=== phase_cal_array ===
### The clock network, phase_cal_array

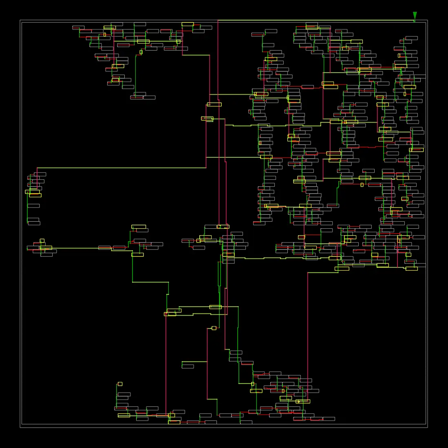

**src/rtl/phase_cal_array.sv**
```systemverilog
// Per-channel complex calibration of real ADC samples followed by
// monopulse sum (all channels) and difference (half A - half B) beams.
module phase_cal_array #(
  parameter int NCH   = 2,
  parameter int DW    = 16,
  parameter int CW    = 16,
  parameter int CFRAC = 14,
  parameter int OW    = 16
) (
  input  logic                  sys_clk,
  input  logic                  rst_n,
  input  logic                  in_valid,
  input  logic                  in_sop,
  input  logic                  in_eop,
  input  logic [NCH*DW-1:0]     in_data,
  input  logic [NCH*2*CW-1:0]   coef,
  input  logic [NCH-1:0]        ch_mask,
  input  logic                  ovf_clr,
  output logic                  sum_valid,
  output logic                  sum_sop,
  output logic                  sum_eop,
  output logic [2*OW-1:0]       sum_data,
  output logic                  diff_valid,
  output logic                  diff_sop,
  output logic                  diff_eop,
  output logic [2*OW-1:0]       diff_data,
  output logic                  ovf_sticky
);

  localparam int PW = DW + CW;
  localparam int RW = PW - CFRAC + 1;
  localparam int LG = (NCH > 1) ? $clog2(NCH) : 1;
  localparam int AW = RW + LG;
  localparam int HA = NCH / 2;
  localparam int KW = 2 * CW;

  localparam logic signed [PW:0] RHALF =
    {{(PW + 1 - CFRAC){1'b0}}, 1'b1, {(CFRAC - 1){1'b0}}};

  localparam logic signed [AW-1:0] SMAX =
    {{(AW - OW + 1){1'b0}}, {(OW - 1){1'b1}}};
  localparam logic signed [AW-1:0] SMIN =
    {{(AW - OW + 1){1'b1}}, {(OW - 1){1'b0}}};

  function automatic logic [NCH*KW-1:0] unity_coef();
    logic [NCH*KW-1:0] v;
    v = '0;
    for (int k = 0; k < NCH; k++) begin
      v[k*KW + CFRAC] = 1'b1;
    end
    return v;
  endfunction

  localparam logic [NCH*KW-1:0] COEF_RST = unity_coef();

  // {clip, value}: clamp an accumulator to the output range
  function automatic logic [OW:0] sat(
    input logic signed [AW-1:0] v
  );
    if (v > SMAX) begin
      return {1'b1, SMAX[OW-1:0]};
    end else if (v < SMIN) begin
      return {1'b1, SMIN[OW-1:0]};
    end else begin
      return {1'b0, OW'(v)};
    end
  endfunction

  logic                   s1_valid_q, s1_valid_d;
  logic                   s1_sop_q, s1_sop_d;
  logic                   s1_eop_q, s1_eop_d;
  logic [NCH*DW-1:0]      s1_data_q, s1_data_d;
  logic [NCH*KW-1:0]      coef_sh_q, coef_sh_d;
  logic [NCH-1:0]         mask_sh_q, mask_sh_d;

  logic                   s2_valid_q, s2_valid_d;
  logic                   s2_sop_q, s2_sop_d;
  logic                   s2_eop_q, s2_eop_d;
  logic [NCH-1:0]         s2_mask_q, s2_mask_d;
  logic signed [PW-1:0]   prod_i_q [NCH];
  logic signed [PW-1:0]   prod_i_d [NCH];
  logic signed [PW-1:0]   prod_q_q [NCH];
  logic signed [PW-1:0]   prod_q_d [NCH];

  logic                   s3_valid_q, s3_valid_d;
  logic                   s3_sop_q, s3_sop_d;
  logic                   s3_eop_q, s3_eop_d;
  logic signed [RW-1:0]   rnd_i_q [NCH];
  logic signed [RW-1:0]   rnd_i_d [NCH];
  logic signed [RW-1:0]   rnd_q_q [NCH];
  logic signed [RW-1:0]   rnd_q_d [NCH];

  logic                   s4_valid_q, s4_valid_d;
  logic                   s4_sop_q, s4_sop_d;
  logic                   s4_eop_q, s4_eop_d;
  logic signed [AW-1:0]   acc_sum_i_q, acc_sum_i_d;
  logic signed [AW-1:0]   acc_sum_q_q, acc_sum_q_d;
  logic signed [AW-1:0]   acc_dif_i_q, acc_dif_i_d;
  logic signed [AW-1:0]   acc_dif_q_q, acc_dif_q_d;

  logic                   out_valid_q, out_valid_d;
  logic                   out_sop_q, out_sop_d;
  logic                   out_eop_q, out_eop_d;
  logic [2*OW-1:0]        out_sum_q, out_sum_d;
  logic [2*OW-1:0]        out_dif_q, out_dif_d;
  logic                   ovf_q, ovf_d;

  // S1: register input; shadow loads on qualified sop so that
  // the sop sample itself already sees the new coefficients
  always_comb begin
    s1_valid_d = in_valid;
    s1_sop_d   = in_valid & in_sop;
    s1_eop_d   = in_valid & in_eop;
    s1_data_d  = in_data;
    coef_sh_d  = coef_sh_q;
    mask_sh_d  = mask_sh_q;
    if (in_valid && in_sop) begin
      coef_sh_d = coef;
      mask_sh_d = ch_mask;
    end
  end

  // S2: full-width products
  always_comb begin
    logic signed [DW-1:0] x;
    logic signed [CW-1:0] ci;
    logic signed [CW-1:0] cq;
    s2_valid_d = s1_valid_q;
    s2_sop_d   = s1_sop_q;
    s2_eop_d   = s1_eop_q;
    s2_mask_d  = mask_sh_q;
    for (int k = 0; k < NCH; k++) begin
      x  = s1_data_q[k*DW +: DW];
      ci = coef_sh_q[k*KW +: CW];
      cq = coef_sh_q[k*KW + CW +: CW];
      prod_i_d[k] = PW'(x) * PW'(ci);
      prod_q_d[k] = PW'(x) * PW'(cq);
    end
  end

  // S3: round half up, drop masked channels
  always_comb begin
    s3_valid_d = s2_valid_q;
    s3_sop_d   = s2_sop_q;
    s3_eop_d   = s2_eop_q;
    for (int k = 0; k < NCH; k++) begin
      rnd_i_d[k] = '0;
      rnd_q_d[k] = '0;
      if (s2_mask_q[k]) begin
        rnd_i_d[k] = RW'(((PW+1)'(prod_i_q[k]) + RHALF) >>> CFRAC);
        rnd_q_d[k] = RW'(((PW+1)'(prod_q_q[k]) + RHALF) >>> CFRAC);
      end
    end
  end

  // S4: sum and difference trees
  always_comb begin
    s4_valid_d  = s3_valid_q;
    s4_sop_d    = s3_sop_q;
    s4_eop_d    = s3_eop_q;
    acc_sum_i_d = '0;
    acc_sum_q_d = '0;
    acc_dif_i_d = '0;
    acc_dif_q_d = '0;
    for (int k = 0; k < NCH; k++) begin
      acc_sum_i_d = acc_sum_i_d + AW'(rnd_i_q[k]);
      acc_sum_q_d = acc_sum_q_d + AW'(rnd_q_q[k]);
      if (k < HA) begin
        acc_dif_i_d = acc_dif_i_d + AW'(rnd_i_q[k]);
        acc_dif_q_d = acc_dif_q_d + AW'(rnd_q_q[k]);
      end else begin
        acc_dif_i_d = acc_dif_i_d - AW'(rnd_i_q[k]);
        acc_dif_q_d = acc_dif_q_d - AW'(rnd_q_q[k]);
      end
    end
  end

  // S5: saturate; data holds across gaps
  always_comb begin
    logic [OW:0] s_i;
    logic [OW:0] s_q;
    logic [OW:0] d_i;
    logic [OW:0] d_q;
    logic        clip;
    s_i  = sat(acc_sum_i_q);
    s_q  = sat(acc_sum_q_q);
    d_i  = sat(acc_dif_i_q);
    d_q  = sat(acc_dif_q_q);
    clip = s4_valid_q & (s_i[OW] | s_q[OW] | d_i[OW] | d_q[OW]);
    out_valid_d = s4_valid_q;
    out_sop_d   = s4_sop_q;
    out_eop_d   = s4_eop_q;
    out_sum_d   = out_sum_q;
    out_dif_d   = out_dif_q;
    if (s4_valid_q) begin
      out_sum_d = {s_q[OW-1:0], s_i[OW-1:0]};
      out_dif_d = {d_q[OW-1:0], d_i[OW-1:0]};
    end
    ovf_d = ovf_q;
    if (ovf_clr) ovf_d = 1'b0;
    if (clip) ovf_d = 1'b1;
  end

  always_ff @(posedge sys_clk or negedge rst_n) begin
    if (!rst_n) begin
      s1_valid_q  <= 1'b0;
      s1_sop_q    <= 1'b0;
      s1_eop_q    <= 1'b0;
      s1_data_q   <= '0;
      coef_sh_q   <= COEF_RST;
      mask_sh_q   <= '1;
      s2_valid_q  <= 1'b0;
      s2_sop_q    <= 1'b0;
      s2_eop_q    <= 1'b0;
      s2_mask_q   <= '0;
      prod_i_q    <= '{default: '0};
      prod_q_q    <= '{default: '0};
      s3_valid_q  <= 1'b0;
      s3_sop_q    <= 1'b0;
      s3_eop_q    <= 1'b0;
      rnd_i_q     <= '{default: '0};
      rnd_q_q     <= '{default: '0};
      s4_valid_q  <= 1'b0;
      s4_sop_q    <= 1'b0;
      s4_eop_q    <= 1'b0;
      acc_sum_i_q <= '0;
      acc_sum_q_q <= '0;
      acc_dif_i_q <= '0;
      acc_dif_q_q <= '0;
      out_valid_q <= 1'b0;
      out_sop_q   <= 1'b0;
      out_eop_q   <= 1'b0;
      out_sum_q   <= '0;
      out_dif_q   <= '0;
      ovf_q       <= 1'b0;
    end else begin
      s1_valid_q  <= s1_valid_d;
      s1_sop_q    <= s1_sop_d;
      s1_eop_q    <= s1_eop_d;
      s1_data_q   <= s1_data_d;
      coef_sh_q   <= coef_sh_d;
      mask_sh_q   <= mask_sh_d;
      s2_valid_q  <= s2_valid_d;
      s2_sop_q    <= s2_sop_d;
      s2_eop_q    <= s2_eop_d;
      s2_mask_q   <= s2_mask_d;
      prod_i_q    <= prod_i_d;
      prod_q_q    <= prod_q_d;
      s3_valid_q  <= s3_valid_d;
      s3_sop_q    <= s3_sop_d;
      s3_eop_q    <= s3_eop_d;
      rnd_i_q     <= rnd_i_d;
      rnd_q_q     <= rnd_q_d;
      s4_valid_q  <= s4_valid_d;
      s4_sop_q    <= s4_sop_d;
      s4_eop_q    <= s4_eop_d;
      acc_sum_i_q <= acc_sum_i_d;
      acc_sum_q_q <= acc_sum_q_d;
      acc_dif_i_q <= acc_dif_i_d;
      acc_dif_q_q <= acc_dif_q_d;
      out_valid_q <= out_valid_d;
      out_sop_q   <= out_sop_d;
      out_eop_q   <= out_eop_d;
      out_sum_q   <= out_sum_d;
      out_dif_q   <= out_dif_d;
      ovf_q       <= ovf_d;
    end
  end

  assign sum_valid  = out_valid_q;
  assign sum_sop    = out_sop_q;
  assign sum_eop    = out_eop_q;
  assign sum_data   = out_sum_q;
  assign diff_valid = out_valid_q;
  assign diff_sop   = out_sop_q;
  assign diff_eop   = out_eop_q;
  assign diff_data  = out_dif_q;
  assign ovf_sticky = ovf_q;

endmodule

```
**config.mk**
```make
export PLATFORM = sky130hd
export DESIGN_NAME = phase_cal_array
export DESIGN_NICKNAME = d
export VERILOG_FILES = /design/src/rtl/phase_cal_array.sv
export SDC_FILE = /design/constraint.sdc
export NUM_CORES = 2
export LEC_CHECK = 0
export CAP_MARGIN = 25
export CORE_UTILIZATION = 55
export DETAILED_ROUTE_END_ITERATION = 7
export GPL_TIMING_DRIVEN = 0
export PLACE_DENSITY = 0.73
export SLEW_MARGIN = 20
export SYNTH_ARGS = -nofsm -noshare
export SYNTH_HDL_FRONTEND = slang
export SYNTH_SLANG_ARGS = --single-unit
```
**constraint.sdc**
```tcl
create_clock -name sys_clk -period 17 [get_ports sys_clk]
set_input_delay 1.7 -clock sys_clk [delete_from_list [all_inputs] [get_ports sys_clk]]
set_output_delay 1.7 -clock sys_clk [all_outputs]
set_load 0.05 [all_outputs]
```
=== knn_ctrl ===
--- src/rtl/knn_ctrl_pkg.sv ---
// Shared definitions for the KNN front-panel controller: FSM states,
// K encoding and the bit positions of the status LEDs.
package knn_ctrl_pkg;

  typedef enum logic [2:0] {
    IDLE  = 3'd0,
    START = 3'd1,
    RUN   = 3'd2,
    SHOW  = 3'd3,
    ERR   = 3'd4
  } state_e;

  // k_sel encoding
  localparam logic K3 = 1'b0;
  localparam logic K5 = 1'b1;

  // Status LED bit positions; the class occupies [LED_CLS_HI:LED_CLS_LO]
  localparam int LED_CLS_LO = 0;
  localparam int LED_CLS_HI = 1;
  localparam int LED_K      = 2;
  localparam int LED_BUSY   = 3;
  localparam int LED_VALID  = 4;
  localparam int LED_ERR    = 5;

endpackage

--- src/rtl/knn_ctrl_debounce.sv ---
// Button filter: one registered event pulse after DEBOUNCE_CYCLES
// consecutive high samples, re-armed only by a low sample.
// Reset leaves the filter disarmed so a button held through reset
// must be released before it can fire.
module btn_debounce
  import knn_ctrl_pkg::*;
#(
  parameter int DEBOUNCE_CYCLES = 4
) (
  input  logic clk,
  input  logic rst_n,
  input  logic raw_i,
  output logic evt_o
);

  localparam int CW = (DEBOUNCE_CYCLES > 1) ? $clog2(DEBOUNCE_CYCLES) : 1;
  localparam logic [CW-1:0] LAST = CW'(DEBOUNCE_CYCLES - 1);

  logic [CW-1:0] cnt_q, cnt_d;
  logic          armed_q, armed_d;
  logic          evt_q, evt_d;

  // Count consecutive high samples; fire once, then wait for a low sample
  always_comb begin
    cnt_d   = cnt_q;
    armed_d = armed_q;
    evt_d   = 1'b0;
    if (!raw_i) begin
      cnt_d   = '0;
      armed_d = 1'b1;
    end else if (armed_q) begin
      if (cnt_q == LAST) begin
        evt_d   = 1'b1;
        armed_d = 1'b0;
        cnt_d   = '0;
      end else begin
        cnt_d = cnt_q + 1'b1;
      end
    end
  end

  // Filter state registers
  always_ff @(posedge clk or negedge rst_n) begin
    if (!rst_n) begin
      cnt_q   <= '0;
      armed_q <= 1'b0;
      evt_q   <= 1'b0;
    end else begin
      cnt_q   <= cnt_d;
      armed_q <= armed_d;
      evt_q   <= evt_d;
    end
  end

  assign evt_o = evt_q;

endmodule

--- src/rtl/knn_ctrl.sv ---
// KNN inference front-panel controller: debounced buttons load the query
// operands and K, start launches the engine, and the controller measures
// latency, captures the class and shows status on the LEDs.
module knn_ctrl
  import knn_ctrl_pkg::*;
#(
  parameter int DEBOUNCE_CYCLES = 4,
  parameter int TIMEOUT_CYCLES  = 65535
) (
  input  logic        clk,
  input  logic        reset,
  input  logic [7:0]  switches,
  input  logic        btn_load_x,
  input  logic        btn_load_y,
  input  logic        btn_start,
  input  logic        btn_toggle_k,
  input  logic        eng_done,
  input  logic [1:0]  eng_class,
  output logic [7:0]  query_x,
  output logic [7:0]  query_y,
  output logic        k_sel,
  output logic        eng_start,
  output logic [15:0] latency,
  output logic        busy,
  output logic [7:0]  leds
);

  localparam logic [15:0] TO_LIM = 16'(TIMEOUT_CYCLES);

  function automatic logic [15:0] sat_inc(input logic [15:0] v);
    return (v == 16'hFFFF) ? v : v + 16'd1;
  endfunction

  logic evt_x, evt_y, evt_start, evt_k;

  btn_debounce #(.DEBOUNCE_CYCLES(DEBOUNCE_CYCLES)) u_db_x (
    .clk(clk), .rst_n(reset), .raw_i(btn_load_x), .evt_o(evt_x));
  btn_debounce #(.DEBOUNCE_CYCLES(DEBOUNCE_CYCLES)) u_db_y (
    .clk(clk), .rst_n(reset), .raw_i(btn_load_y), .evt_o(evt_y));
  btn_debounce #(.DEBOUNCE_CYCLES(DEBOUNCE_CYCLES)) u_db_s (
    .clk(clk), .rst_n(reset), .raw_i(btn_start), .evt_o(evt_start));
  btn_debounce #(.DEBOUNCE_CYCLES(DEBOUNCE_CYCLES)) u_db_k (
    .clk(clk), .rst_n(reset), .raw_i(btn_toggle_k), .evt_o(evt_k));

  state_e      state_q, state_d;
  logic [7:0]  qx_q, qx_d, qy_q, qy_d;
  logic        k_q, k_d;
  logic [15:0] lat_q, lat_d;
  logic [1:0]  cls_q, cls_d;
  logic        valid_q, valid_d;
  logic        err_q, err_d;
  logic        start_q, start_d;
  logic        busy_q, busy_d;
  logic [7:0]  leds_q, leds_d;

  // Next state, operand updates and the registered output values
  always_comb begin
    state_d = state_q;
    qx_d    = qx_q;
    qy_d    = qy_q;
    k_d     = k_q;
    lat_d   = lat_q;
    cls_d   = cls_q;
    valid_d = valid_q;
    leds_d  = '0;

    unique case (state_q)
      IDLE, SHOW, ERR: begin
        // Operand edits land before a same-cycle start
        if (evt_x) begin
          qx_d    = switches;
          valid_d = 1'b0;
        end
        if (evt_y) begin
          qy_d    = switches;
          valid_d = 1'b0;
        end
        if (evt_k) begin
          k_d     = ~k_q;
          valid_d = 1'b0;
        end
        if (evt_start) begin
          state_d = START;
          lat_d   = '0;
        end
      end
      START: begin
        lat_d   = '0;
        state_d = RUN;
      end
      RUN: begin
        lat_d = sat_inc(lat_q);
        if (eng_done) begin
          cls_d   = eng_class;
          state_d = SHOW;
        end else if (lat_d >= TO_LIM) begin
          state_d = ERR;
        end
      end
      default: state_d = IDLE;
    endcase

    // Result valid only lives inside SHOW; error mirrors ERR occupancy
    if (state_d == SHOW && state_q != SHOW) valid_d = 1'b1;
    if (state_d != SHOW) valid_d = 1'b0;
    err_d   = (state_d == ERR);
    start_d = (state_d == START);
    busy_d  = (state_d == START) || (state_d == RUN);

    leds_d[LED_CLS_HI:LED_CLS_LO] = cls_d;
    leds_d[LED_K]                 = k_d;
    leds_d[LED_BUSY]              = busy_d;
    leds_d[LED_VALID]             = valid_d;
    leds_d[LED_ERR]               = err_d;
  end

  // State and output registers, cleared asynchronously
  always_ff @(posedge clk or negedge reset) begin
    if (!reset) begin
      state_q <= IDLE;
      qx_q    <= '0;
      qy_q    <= '0;
      k_q     <= K3;
      lat_q   <= '0;
      cls_q   <= '0;
      valid_q <= 1'b0;
      err_q   <= 1'b0;
      start_q <= 1'b0;
      busy_q  <= 1'b0;
      leds_q  <= '0;
    end else begin
      state_q <= state_d;
      qx_q    <= qx_d;
      qy_q    <= qy_d;
      k_q     <= k_d;
      lat_q   <= lat_d;
      cls_q   <= cls_d;
      valid_q <= valid_d;
      err_q   <= err_d;
      start_q <= start_d;
      busy_q  <= busy_d;
      leds_q  <= leds_d;
    end
  end

  assign query_x   = qx_q;
  assign query_y   = qy_q;
  assign k_sel     = k_q;
  assign eng_start = start_q;
  assign latency   = lat_q;
  assign busy      = busy_q;
  assign leds      = leds_q;

endmodule

--- config.mk ---
export PLATFORM = sky130hd
export DESIGN_NAME = knn_ctrl
export DESIGN_NICKNAME = d
export VERILOG_FILES = /design/src/rtl/knn_ctrl_pkg.sv /design/src/rtl/knn_ctrl_debounce.sv /design/src/rtl/knn_ctrl.sv
export SDC_FILE = /design/constraint.sdc
export NUM_CORES = 1
export LEC_CHECK = 0
export ABC_AREA = 0
export CELL_PAD_IN_SITES_DETAIL_PLACEMENT = 1
export CELL_PAD_IN_SITES_GLOBAL_PLACEMENT = 2
export CORE_ASPECT_RATIO = 0.9
export CORE_MARGIN = 1
export CORE_UTILIZATION = 33
export CTS_CLUSTER_SIZE = 8
export DETAILED_ROUTE_END_ITERATION = 8
export PLACE_DENSITY_LB_ADDON = 0.1
export SYNTH_ARGS = -nofsm -noshare
export SYNTH_HDL_FRONTEND = slang
export SYNTH_SLANG_ARGS = --single-unit
export TNS_END_PERCENT = 100
--- constraint.sdc ---
create_clock -name clk -period 2.7 [get_ports clk]
set_clock_uncertainty 0.15 [all_clocks]
set_input_delay 0.27 -clock clk [delete_from_list [all_inputs] [get_ports clk]]
set_output_delay 0.27 -clock clk [all_outputs]
set_load 0.05 [all_outputs]
=== dp_request_arbiter ===
$ cat config.mk
export PLATFORM = sky130hd
export DESIGN_NAME = dp_request_arbiter
export DESIGN_NICKNAME = d
export VERILOG_FILES = /design/src/rtl/dp_request_arbiter.sv
export SDC_FILE = /design/constraint.sdc
export NUM_CORES = 1
export LEC_CHECK = 0
export CORE_MARGIN = 2
export CORE_UTILIZATION = 38
export DETAILED_ROUTE_END_ITERATION = 10
export GPL_TIMING_DRIVEN = 0
export PLACE_DENSITY = 0.82
export SYNTH_ARGS = -nofsm -noshare
export SYNTH_HDL_FRONTEND = slang
export SYNTH_SLANG_ARGS = --single-unit
$ cat constraint.sdc
create_clock -name clk -period 1.7 [get_ports clk]
set_input_delay 0.51 -clock clk [delete_from_list [all_inputs] [get_ports clk]]
set_output_delay 0.51 -clock clk [all_outputs]
set_load 0.02 [all_outputs]
$ cat src/rtl/dp_request_arbiter.sv
// Shares the BCU data-pointer port between microcode (rq0) and the interrupt/stack sequencer (rq1).
// Latency: grant on a ce_1 tick, ack one clk after the ce_1 that samples dp_ready (min 4 ce_1 ticks).
// Backpressure: requests are level-held until ack; the BCU stalls the active access via dp_ready.
module dp_request_arbiter #(
   parameter bit         RR_MODE = 1'b1,
   parameter logic [7:0] TIMEOUT = 8'd255
) (
   input  logic        clk,
   input  logic        n_reset,
   input  logic        ce_1,
   input  logic        ce_2,
   input  logic        rq0_req,
   input  logic        rq0_lock,
   input  logic [15:0] rq0_addr,
   input  logic [15:0] rq0_dout,
   input  logic [1:0]  rq0_sreg,
   input  logic        rq0_write,
   input  logic        rq0_wide,
   input  logic        rq0_io,
   input  logic        rq0_zero_seg,
   output logic        rq0_ack,
   input  logic        rq1_req,
   input  logic        rq1_lock,
   input  logic [15:0] rq1_addr,
   input  logic [15:0] rq1_dout,
   input  logic [1:0]  rq1_sreg,
   input  logic        rq1_write,
   input  logic        rq1_wide,
   input  logic        rq1_io,
   input  logic        rq1_zero_seg,
   output logic        rq1_ack,
   output logic [15:0] rq_din,
   output logic [15:0] dp_addr,
   output logic [15:0] dp_dout,
   output logic [1:0]  dp_sreg,
   output logic        dp_write,
   output logic        dp_wide,
   output logic        dp_io,
   output logic        dp_zero_seg,
   output logic        dp_req,
   input  logic        dp_ready,
   input  logic [15:0] dp_din,
   output logic        owner,
   output logic        busy,
   output logic        fault
);

   typedef enum logic [1:0] {
      IDLE  = 2'd0,
      ISSUE = 2'd1,
      WAIT  = 2'd2
   } state_t;

   state_t      state;
   state_t      state_nxt;
   logic        last_winner;
   logic        locked;
   logic [7:0]  wdog;
   logic [7:0]  wdog_inc;
   logic [1:0]  req_vld;
   logic [1:0]  elig;
   logic        own_req;
   logic        lock_hold;
   logic        grant_vld;
   logic        win;
   logic        grant_fire;
   logic        issue_done;
   logic        done_fire;
   logic        wait_miss;

   // Winner selection; a requester being acked this clk is masked so it is never re-granted on its own ack.
   always_comb begin
      req_vld   = {rq1_req & ~rq1_ack, rq0_req & ~rq0_ack};
      own_req   = owner ? rq1_req : rq0_req;
      lock_hold = locked & own_req;
      elig      = req_vld;
      if (lock_hold) begin
         elig = owner ? (req_vld & 2'b10) : (req_vld & 2'b01);
      end
      grant_vld = |elig;
      if (elig == 2'b11) begin
         win = RR_MODE ? ~last_winner : 1'b0;
      end else begin
         win = elig[1];
      end
   end

   // State register.
   always_ff @(posedge clk or negedge n_reset) begin
      if (!n_reset) begin
         state <= IDLE;
      end else begin
         state <= state_nxt;
      end
   end

   // Next-state logic; every transition is qualified by the phase-1 enable.
   always_comb begin
      state_nxt = state;
      case (state)
         IDLE:    if (ce_1 && grant_vld) state_nxt = ISSUE;
         ISSUE:   if (ce_1 && !dp_req)   state_nxt = WAIT;
         WAIT:    if (ce_1 && dp_ready)  state_nxt = IDLE;
         default: state_nxt = IDLE;
      endcase
   end

   // Output and event decode from the current state.
   always_comb begin
      busy       = (state != IDLE);
      grant_fire = (state == IDLE)  && ce_1 && grant_vld;
      issue_done = (state == ISSUE) && ce_1 && !dp_req;
      done_fire  = (state == WAIT)  && ce_1 && dp_ready;
      wait_miss  = (state == WAIT)  && ce_1 && !dp_ready;
      wdog_inc   = wdog + 8'd1;
   end

   // Latch the winner's access; fields stay frozen until the next grant.
   always_ff @(posedge clk or negedge n_reset) begin
      if (!n_reset) begin
         dp_addr     <= 16'h0000;
         dp_dout     <= 16'h0000;
         dp_sreg     <= 2'd0;
         dp_write    <= 1'b0;
         dp_wide     <= 1'b0;
         dp_io       <= 1'b0;
         dp_zero_seg <= 1'b0;
         owner       <= 1'b0;
      end else if (grant_fire) begin
         dp_addr     <= win ? rq1_addr     : rq0_addr;
         dp_dout     <= win ? rq1_dout     : rq0_dout;
         dp_sreg     <= win ? rq1_sreg     : rq0_sreg;
         dp_write    <= win ? rq1_write    : rq0_write;
         dp_wide     <= win ? rq1_wide     : rq0_wide;
         dp_io       <= win ? rq1_io       : rq0_io;
         dp_zero_seg <= win ? rq1_zero_seg : rq0_zero_seg;
         owner       <= win;
      end
   end

   // dp_req lives for exactly one enable tick (ce_1 or ce_2) after the grant.
   always_ff @(posedge clk or negedge n_reset) begin
      if (!n_reset) begin
         dp_req <= 1'b0;
      end else if (grant_fire) begin
         dp_req <= 1'b1;
      end else if (ce_1 || ce_2) begin
         dp_req <= 1'b0;
      end
   end

   // Completion: return data, one-clk ack, round-robin history and lock capture.
   always_ff @(posedge clk or negedge n_reset) begin
      if (!n_reset) begin
         rq_din      <= 16'h0000;
         rq0_ack     <= 1'b0;
         rq1_ack     <= 1'b0;
         last_winner <= 1'b1;
         locked      <= 1'b0;
      end else begin
         rq0_ack <= done_fire & ~owner;
         rq1_ack <= done_fire & owner;
         if (done_fire) begin
            rq_din      <= dp_din;
            last_winner <= owner;
            locked      <= owner ? rq1_lock : rq0_lock;
         end else if ((state == IDLE) && ce_1 && locked && !own_req) begin
            locked <= 1'b0;
         end
      end
   end

   // Watchdog: counts unanswered WAIT ticks, saturates, and raises a sticky fault at TIMEOUT.
   always_ff @(posedge clk or negedge n_reset) begin
      if (!n_reset) begin
         wdog  <= 8'd0;
         fault <= 1'b0;
      end else begin
         if (issue_done) begin
            wdog <= 8'd0;
         end else if (wait_miss && (wdog != 8'hFF)) begin
            wdog <= wdog_inc;
         end
         if (wait_miss && (TIMEOUT != 8'd0) && (wdog_inc == TIMEOUT)) begin
            fault <= 1'b1;
         end
      end
   end

endmodule

=== spi_master_mc ===
<file path="src/rtl/spi_pkg.sv">
// Shared SPI definitions: controller state encoding and the clogb2 sizing helper.
package spi_pkg;

  typedef enum logic [1:0] {
    ST_IDLE  = 2'd0,
    ST_SETUP = 2'd1,
    ST_XFER  = 2'd2,
    ST_HOLD  = 2'd3
  } spi_state_e;

  // Number of bits needed to hold the value itself, so clogb2(4)=3 and an
  // out-of-range slave index such as 5 is still expressible on cs_sel.
  function automatic int clogb2(input int value);
    int r;
    r = 0;
    for (int v = value; v > 0; v = v >> 1) r++;
    return r;
  endfunction

endpackage

</file>
<file path="src/rtl/spi_clkgen.sv">
// SCLK timing: DIV-cycle half-period tick plus leading/trailing edge strobes, active only while en=1.
module spi_clkgen #(
  parameter int DIV = 2
) (
  input  logic clk,
  input  logic rst,
  input  logic en,
  output logic tick,
  output logic lead,
  output logic trail,
  output logic phase
);

  localparam logic [7:0] DIV_LAST = 8'(DIV - 1);

  logic [7:0] div_cnt;

  // NOTE: sequential state uses non-blocking assignments only, so every
  // flop samples pre-edge values regardless of statement order.
  always_ff @(posedge clk or posedge rst) begin
    if (rst) begin
      div_cnt <= '0;
      phase   <= 1'b0;
    end else if (!en) begin
      div_cnt <= '0;
      phase   <= 1'b0;
    end else if (div_cnt == DIV_LAST) begin
      div_cnt <= '0;
      phase   <= ~phase;
    end else begin
      div_cnt <= div_cnt + 1'b1;
    end
  end

  // phase=0 means sclk sits at its idle level, so the next tick is a leading edge.
  assign tick  = en && (div_cnt == DIV_LAST);
  assign lead  = tick && !phase;
  assign trail = tick && phase;

endmodule

</file>
<file path="src/rtl/spi_master_mc.sv">
// Multi-slave SPI master with run-time CPOL/CPHA and slave select.
// Optional macro SPI_LSB_FIRST_EN adds the lsb_first input (LSB-first framing).
module spi_master_mc
  import spi_pkg::*;
#(
  parameter int BITS = 8,
  parameter int NSS  = 4,
  parameter int DIV  = 2
) (
  input  logic                     clk,
  input  logic                     rst,
  input  logic                     start,
  input  logic                     cpol,
  input  logic                     cpha,
  input  logic [clogb2(NSS)-1:0]   cs_sel,
  input  logic [BITS-1:0]          tx_data,
`ifdef SPI_LSB_FIRST_EN
  input  logic                     lsb_first,
`endif
  input  logic                     miso,
  output logic                     sclk,
  output logic                     mosi,
  output logic [NSS-1:0]           ss_n,
  output logic                     busy,
  output logic                     done,
  output logic [BITS-1:0]          rx_data
);

  localparam int         CSW      = clogb2(NSS);
  localparam int         HW       = clogb2(BITS) + 1;
  localparam logic [7:0] CNT_LAST = 8'(DIV - 1);
  localparam logic [HW-1:0] H_LAST = HW'(2 * BITS - 1);

  spi_state_e      state_q, state_d;
  logic [7:0]      cnt;
  logic [HW-1:0]   hcnt;
  logic [BITS-1:0] tx_sh, rx_sh;
  logic [CSW-1:0]  cs_q;
  logic            cpol_q, cpha_q;
  logic            tick, lead, trail, phase;
  logic            accept, out_evt, in_evt;
  logic            lsb_in, lsb_q;

`ifdef SPI_LSB_FIRST_EN
  assign lsb_in = lsb_first;
  always_ff @(posedge clk or posedge rst) begin
    if (rst)         lsb_q <= 1'b0;
    else if (accept) lsb_q <= lsb_first;
  end
`else
  assign lsb_in = 1'b0;
  assign lsb_q  = 1'b0;
`endif

  spi_clkgen #(.DIV(DIV)) u_clkgen (
    .clk   (clk),
    .rst   (rst),
    .en    (state_q == ST_XFER),
    .tick  (tick),
    .lead  (lead),
    .trail (trail),
    .phase (phase)
  );

  assign accept  = (state_q == ST_IDLE) && start;
  assign out_evt = cpha_q ? lead : trail;
  assign in_evt  = cpha_q ? trail : lead;

  always_ff @(posedge clk or posedge rst) begin
    if (rst) state_q <= ST_IDLE;
    else     state_q <= state_d;
  end

  // NOTE: state_d gets its default before the case so no path leaves it
  // unassigned, which would otherwise infer a latch.
  always_comb begin
    state_d = state_q;
    case (state_q)
      ST_IDLE:  if (start) state_d = ST_SETUP;
      ST_SETUP: if (cnt == CNT_LAST) state_d = ST_XFER;
      ST_XFER:  if (tick && hcnt == H_LAST) state_d = ST_HOLD;
      ST_HOLD:  if (cnt == CNT_LAST) state_d = ST_IDLE;
      default:  state_d = ST_IDLE;
    endcase
  end

  always_ff @(posedge clk or posedge rst) begin
    if (rst) begin
      cnt     <= '0;
      hcnt    <= '0;
      tx_sh   <= '0;
      rx_sh   <= '0;
      cs_q    <= '0;
      cpol_q  <= 1'b0;
      cpha_q  <= 1'b0;
      mosi    <= 1'b0;
      done    <= 1'b0;
      rx_data <= '0;
    end else begin
      done <= 1'b0;
      if (state_d != state_q) cnt <= '0;
      else if (state_q == ST_SETUP || state_q == ST_HOLD) cnt <= cnt + 1'b1;

      if (accept) begin
        cpol_q <= cpol;
        cpha_q <= cpha;
        cs_q   <= cs_sel;
        hcnt   <= '0;
        rx_sh  <= '0;
        // CPHA=0 must show the first bit before the first leading edge.
        if (!cpha) begin
          mosi  <= lsb_in ? tx_data[0] : tx_data[BITS-1];
          tx_sh <= lsb_in ? (tx_data >> 1) : (tx_data << 1);
        end else begin
          mosi  <= 1'b0;
          tx_sh <= tx_data;
        end
      end

      if (state_q == ST_XFER) begin
        if (tick) hcnt <= hcnt + 1'b1;
        if (out_evt) begin
          mosi  <= lsb_q ? tx_sh[0] : tx_sh[BITS-1];
          tx_sh <= lsb_q ? (tx_sh >> 1) : (tx_sh << 1);
        end
        if (in_evt) rx_sh <= lsb_q ? {miso, rx_sh[BITS-1:1]} : {rx_sh[BITS-2:0], miso};
      end

      if (state_q == ST_HOLD && state_d == ST_IDLE) begin
        done    <= 1'b1;
        rx_data <= rx_sh;
        mosi    <= 1'b0;
      end
    end
  end

  assign busy = (state_q != ST_IDLE);
  assign sclk = cpol_q ^ phase;

  always_comb begin
    ss_n = '1;
    if (busy) begin
      for (int i = 0; i < NSS; i++) begin
        if (cs_q == CSW'(i)) ss_n[i] = 1'b0;
      end
    end
  end

endmodule

</file>
<file path="config.mk">
export PLATFORM = sky130hd
export DESIGN_NAME = spi_master_mc
export DESIGN_NICKNAME = d
export VERILOG_FILES = /design/src/rtl/spi_pkg.sv /design/src/rtl/spi_clkgen.sv /design/src/rtl/spi_master_mc.sv
export SDC_FILE = /design/constraint.sdc
export NUM_CORES = 1
export LEC_CHECK = 0
export CAP_MARGIN = 20
export CORE_AREA = 8 8 72 86
export DETAILED_ROUTE_END_ITERATION = 6
export DIE_AREA = 0 0 80 94
export HOLD_SLACK_MARGIN = 0.02
export PLACE_DENSITY = 0.78
export SLEW_MARGIN = 10
export SYNTH_ARGS = -nofsm -noshare
export SYNTH_HDL_FRONTEND = slang
export SYNTH_SLANG_ARGS = --single-unit
</file>
<file path="constraint.sdc">
create_clock -name clk -period 5.5 [get_ports clk]
set_input_delay 1.1 -clock clk [delete_from_list [all_inputs] [get_ports clk]]
set_output_delay 1.1 -clock clk [all_outputs]
set_load 0.03 [all_outputs]
</file>

==> screenshots <==
M1 wires.
Supply wires on this layer in grey.
Plate I
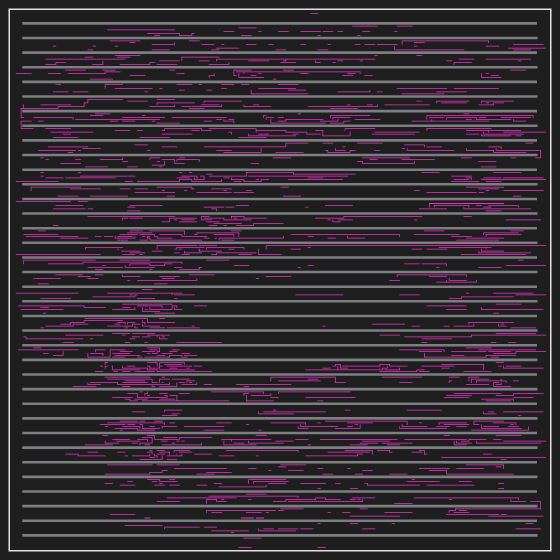
Plate II
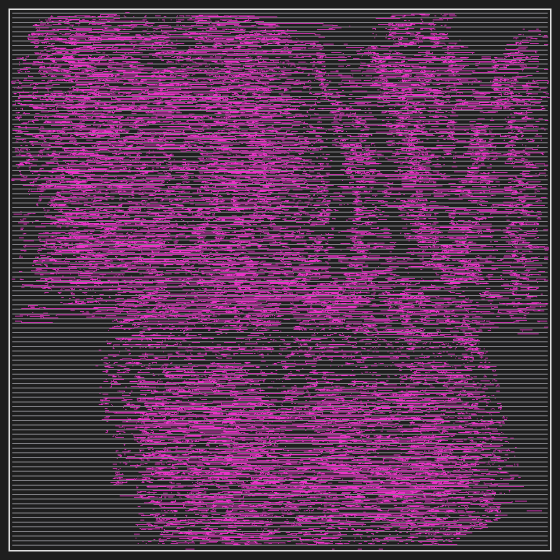
Plate III
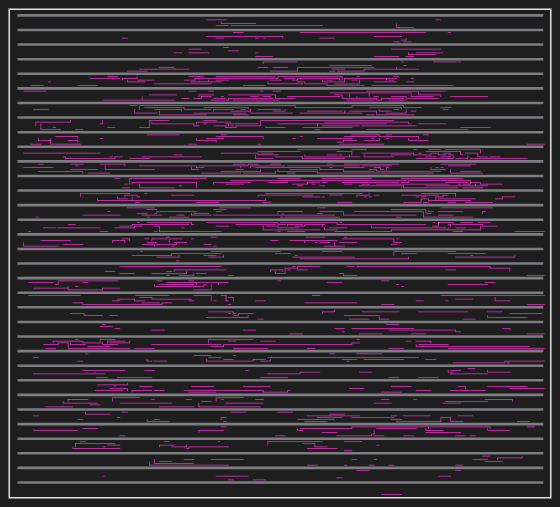
Plate IV
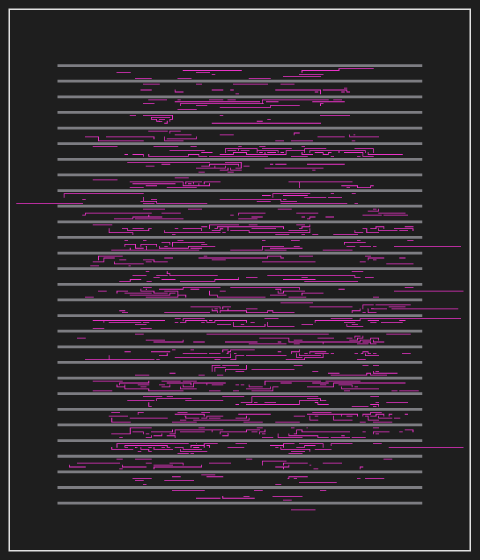
Plate II comes from phase_cal_array.
Plate IV comes from spi_master_mc.
Plate III comes from knn_ctrl.
Plate I comes from dp_request_arbiter.

Key to Plate II:
6791 nets have wire on it. The wires run mostly horizontal. The layer carries 56.7 mm of wire. The layer holds 41% of the routed length. The longest straight run is 71.8 um.

### The clock network, spi_master_mc

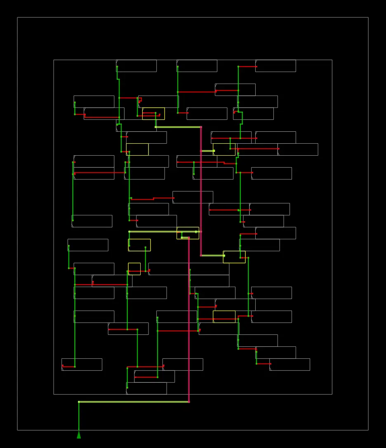
number of flip-flops and latches: 55
clk sinks: 55
clk latency of the worst-skew pair: 0.30 ns

==> flow_summary.rst, spi_master_mc <==
Run summary
-----------

.. list-table::
   :header-rows: 1

   * - Metric
     - Value
   * - DRC violation total after the first TritonRoute iteration
     - 110
   * - Worst endpoint data arrival time
     - ~1.9 ns
   * - Syn nets
     - about 290
   * - I/O pin count
     - 33
   * - Register area
     - 1380 um^2
   * - Topmost layer with routed signal wires
     - met4
   * - Cell area after synthesis
     - 2590 um^2
   * - H-tree levels
     - 2
   * - Die width
     - roughly 80 um
   * - Tally of unique sky130hd cells used after synthesis
     - 33
   * - Drt first pass iters
     - 4
   * - Placed cells
     - 345
   * - Most prevalent standard cell on the critical path
     - sky130_fd_sc_hd__nor2_1
   * - Largest buffer count on any clock path
     - 2
   * - Buffer-and-inverter tally for the worst setup path
     - 1
   * - Most frequent cell after synthesis
     - sky130_fd_sc_hd__nand2_1
   * - Hold WC Path Type
     - register to register
   * - Run status
     - complete, no violations
   * - Port Buffer Count
     - 32
   * - Global-route met3 utilization
     - roughly 2.8%
   * - Wire length of the first global-routing pass
     - 8580 um
   * - Worst EP required
     - 4.40 ns
### Sequential cells grouped by signal name, phase_cal_array

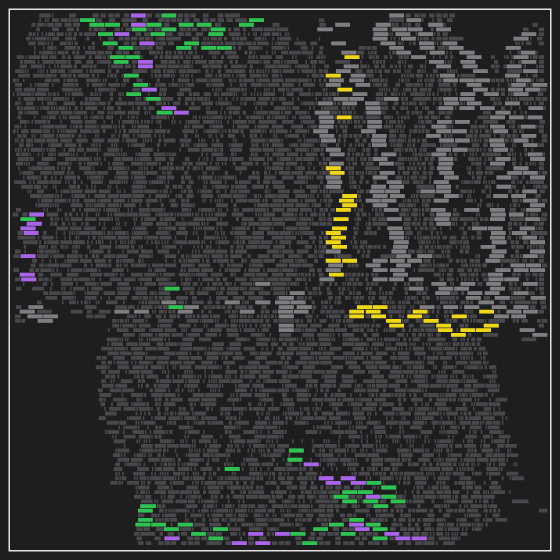
Yellow stands for prod_q_q, sequential cells 38. Green stands for coef_sh_q, sequential cells 64. Purple stands for s1_data_q, sequential cells 32, where widely spread.
Another 276 sequential cells are not coloured.
register area: 10300 um^2
core occupancy in the finished layout: 60.9%
fraction of standard cell area that is sequential: 17.1%

About 'The clock network' of phase_cal_array:
number of clock buffers in the layout: 67
number of flip-flops and latches: 410

==> flow_summary.rst, phase_cal_array <==
Run summary
-----------

.. list-table::
   :header-rows: 1

   * - Metric
     - Value
   * - Number of rows created at floorplan
     - 115
   * - Highest clock frequency the design can meet
     - around 130 MHz
   * - Cells traversed along the worst timing path
     - clkbuf_1 -> nand2_1 -> inv_1 -> fa_1 -> fa_1 -> inv_1 -> fa_1 -> fa_1 -> fa_1 -> fa_1 -> inv_1 -> ha_1 -> a21o_1 -> a21o_1 -> a2111oi_0 -> o21bai_1 -> o22a_1 -> a41o_1 -> o21a_1 -> nor2_1 -> xnor2_1
   * - Antenna Violating Nets Remaining
     - 0
   * - Non-CTS buffers
     - around 410
   * - DRC violation total after the first TritonRoute iteration
     - 2523
   * - Unrepaired setup endpoints after global routing
     - false
   * - Filler Cell Count
     - 8215
   * - Register name with the most flops
     - coef_sh_q
   * - Wire length of the first global-routing pass
     - 224000 um
   * - Adder Area Share
     - a little under half
   * - Most used standard cells in the synthesized netlist
     - sky130_fd_sc_hd__inv_1, sky130_fd_sc_hd__fa_1, sky130_fd_sc_hd__nand2_1
   * - Cell area after synthesis
     - 54700 um^2
   * - Master cell of the clock root buffer
     - sky130_fd_sc_hd__clkbuf_16
   * - Seq share, synth
     - a little under a fifth
   * - Buffer-and-inverter tally for the worst setup path
     - 4
   * - Crit path capture
     - prod_i_q[63]
   * - Final Max Tran Viols
     - 0
   * - Clock slew at the register clock pins of the worst setup and hold paths
     - 0.06 ns
   * - Dominant cells by area after synthesis
     - sky130_fd_sc_hd__fa_1, sky130_fd_sc_hd__dfrtp_1, sky130_fd_sc_hd__ha_1
   * - Grt ovf
     - 0
   * - Core Footprint
     - a little under 100000 um^2
   * - HPWL after detailed placement
     - 115000 um
   * - Share of cells above drive strength 1
     - 3.00%
   * - Run status
     - complete, no violations
   * - Count of flip-flops with a built-in enable after synthesis
     - 0
   * - Largest buffer count on any clock path
     - 3
### Gate families picked out, dp_request_arbiter

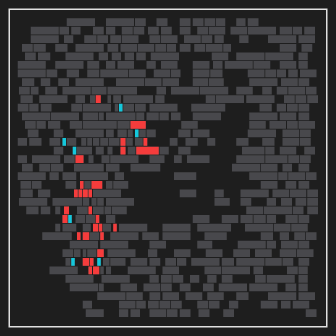
Red stands for NAND gates, cells 28. Cyan stands for inverters, cells 7.
post-route insts no fill: 561
most frequent logic cell in the layout: sky130_fd_sc_hd__clkdlybuf4s50_1
Comb/total area: 31.6%

### Sequential cells grouped by signal name, dp_request_arbiter

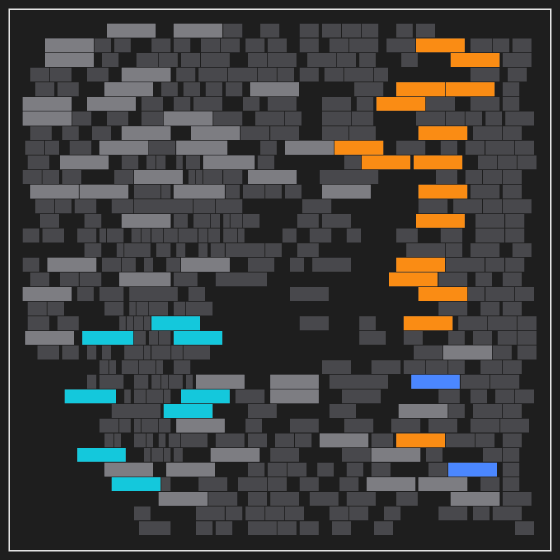
Blue stands for dp_sreg, sequential cells 2. Orange stands for dp_dout, sequential cells 16. Cyan stands for wdog, sequential cells 8.
register area: 1780 um^2

==> flow_summary.rst, dp_request_arbiter <==
Run summary
-----------

.. list-table::
   :header-rows: 1

   * - Metric
     - Value
   * - Run status
     - complete, but fails checks
   * - Violations in the final reports
     - negative setup slack
   * - Most prevalent standard cell on the critical path
     - sky130_fd_sc_hd__mux2_2
   * - Antenna Violating Nets Remaining
     - 0
   * - H-tree levels
     - 3
   * - Classification of the worst setup path
     - register to register
   * - Post-route fraction of the period consumed by the critical path
     - 113%
   * - Fraction of the core area occupied by cells at floorplan
     - 38.8%
   * - Largest buffer count on any clock path
     - 2
   * - Setup slack of the critical path after layout
     - -0.214 ns
   * - Non-clk invs
     - 7
   * - Library cell with the largest summed area after synthesis
     - sky130_fd_sc_hd__dfrtp_1
   * - Count of flip-flops with a built-in enable after synthesis
     - 0
   * - # setup viols final
     - 39
   * - Total number of warnings across the stage logs
     - 30
   * - Total detailed-routing wirelength
     - 9660 um
   * - Met2 demand-to-capacity share in global routing
     - 32.4%
   * - Crit-path max cell delay
     - about 0.56 ns
   * - Cells traversed along the worst timing path
     - nand2b_4 -> o311ai_4 -> buf_6 -> buf_12 -> mux2_2 -> mux2_2
   * - Total number of yosys warnings
     - 0
   * - Worst EP required
     - 1.93 ns
   * - Tally of unique sky130hd cells used after synthesis
     - 45
### Gate families picked out, knn_ctrl

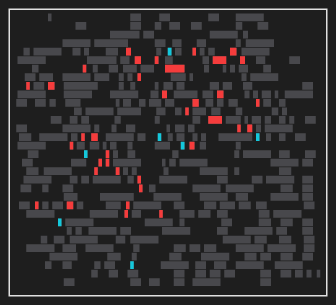
Cyan stands for inverters, cells 7. Red stands for NAND gates, cells 36.
Comb/total area: 34.4%
post-route insts no fill: 453

==> flow_summary.rst, knn_ctrl <==
Run summary
-----------

.. list-table::
   :header-rows: 1

   * - Metric
     - Value
   * - Run status
     - complete, no violations
   * - Most frequent cell after synthesis
     - sky130_fd_sc_hd__dfrtp_1
   * - Main logic family after synthesis
     - simple AND/OR/NAND/NOR gates
   * - Grt ovf
     - 0
   * - Highest clock frequency the design can meet
     - approximately 400 MHz
   * - Worst slew slack as a fraction of its limit
     - 50.0%
   * - Total cells reported by yosys after synthesis
     - ~260
   * - Final Max Tran Viols
     - 0
   * - Path length in cells of the critical path
     - 7
   * - Clk sinks
     - slightly below 60
   * - Total Neg Setup Slack
     - 0 ns
   * - Synthesis area per yosys
     - 2890 um^2
   * - Async set or reset register ratio after synthesis
     - 100%
   * - Endpoint kind of the worst setup timing path
     - register
   * - Antenna Violating Nets Remaining
     - 0
   * - Non-CTS buffers
     - about 67
   * - Global route hottest layer
     - met2
   * - Number of clock buffers in the layout
     - 9
   * - Most used cells in the layout excluding fill and tap cells
     - sky130_fd_sc_hd__dfrtp_1, sky130_fd_sc_hd__clkdlybuf4s50_1, sky130_fd_sc_hd__nand2_1, sky130_fd_sc_hd__o21ai_0, sky130_fd_sc_hd__mux2_2
   * - Adder Area Share
     - 2.17%
   * - CP delay by family, top
     - simple AND/OR/NAND/NOR gates
   * - Buffer-and-inverter tally for the worst setup path
     - 0
   * - Worst hold path cell count
     - 2
   * - DRC violation total after the first TritonRoute iteration
     - 94
   * - Filler Cell Count
     - 940
   * - I/O pin count
     - 60
   * - Clock buffers created by TritonCTS
     - 9
   * - Overall routing resource usage
     - 18.2%
   * - Post-route design area
     - 3870 um^2
   * - Syn avg cell area
     - around 11 um^2
   * - Final min period
     - 2.43 ns
   * - Clk latency of the worst-skew pair
     - 0.33 ns
   * - DR vias/cell
     - 5.09
   * - Hold slack
     - 0.345 ns
   * - Port Buffer Count
     - 57
   * - Combinational gate count
     - 186
   * - Num tapcells
     - about 120
   * - HPWL after detailed placement
     - 5350 um
   * - Cell Area, Placed
     - 3590 um^2
   * - Crit path capture
     - state_q[1]
   * - Post-synthesis xor/xnor area fraction
     - 1.82%


==> layout pictures side by side <==
Floorplan with the power grid.
Pins as bars on the die edge.
(a)
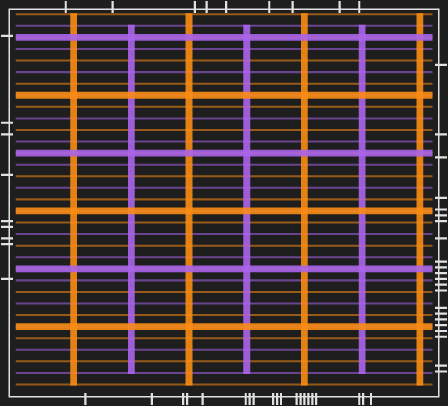
(b)
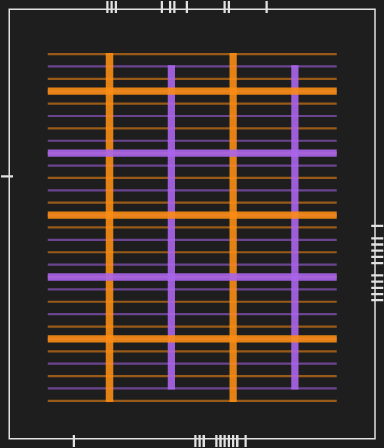
(c)
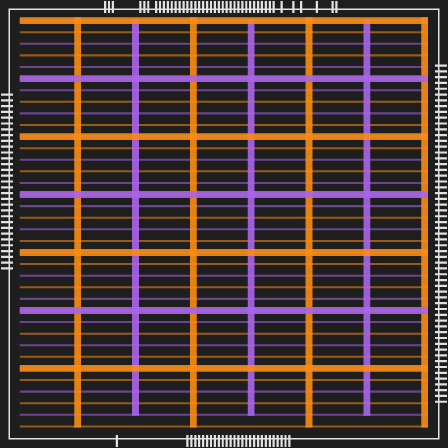
(d)
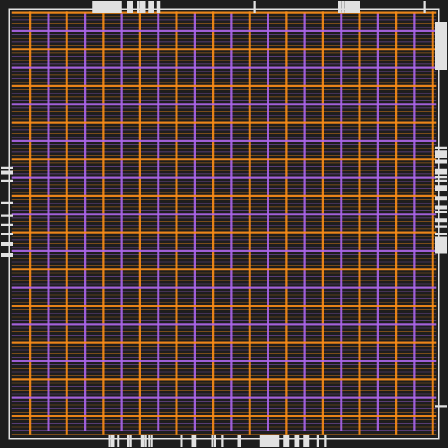
phase_cal_array is (d).
dp_request_arbiter is (c).
spi_master_mc is (b).
knn_ctrl is (a).
Of these, largest die: (d)
Of these, smallest die: (b)

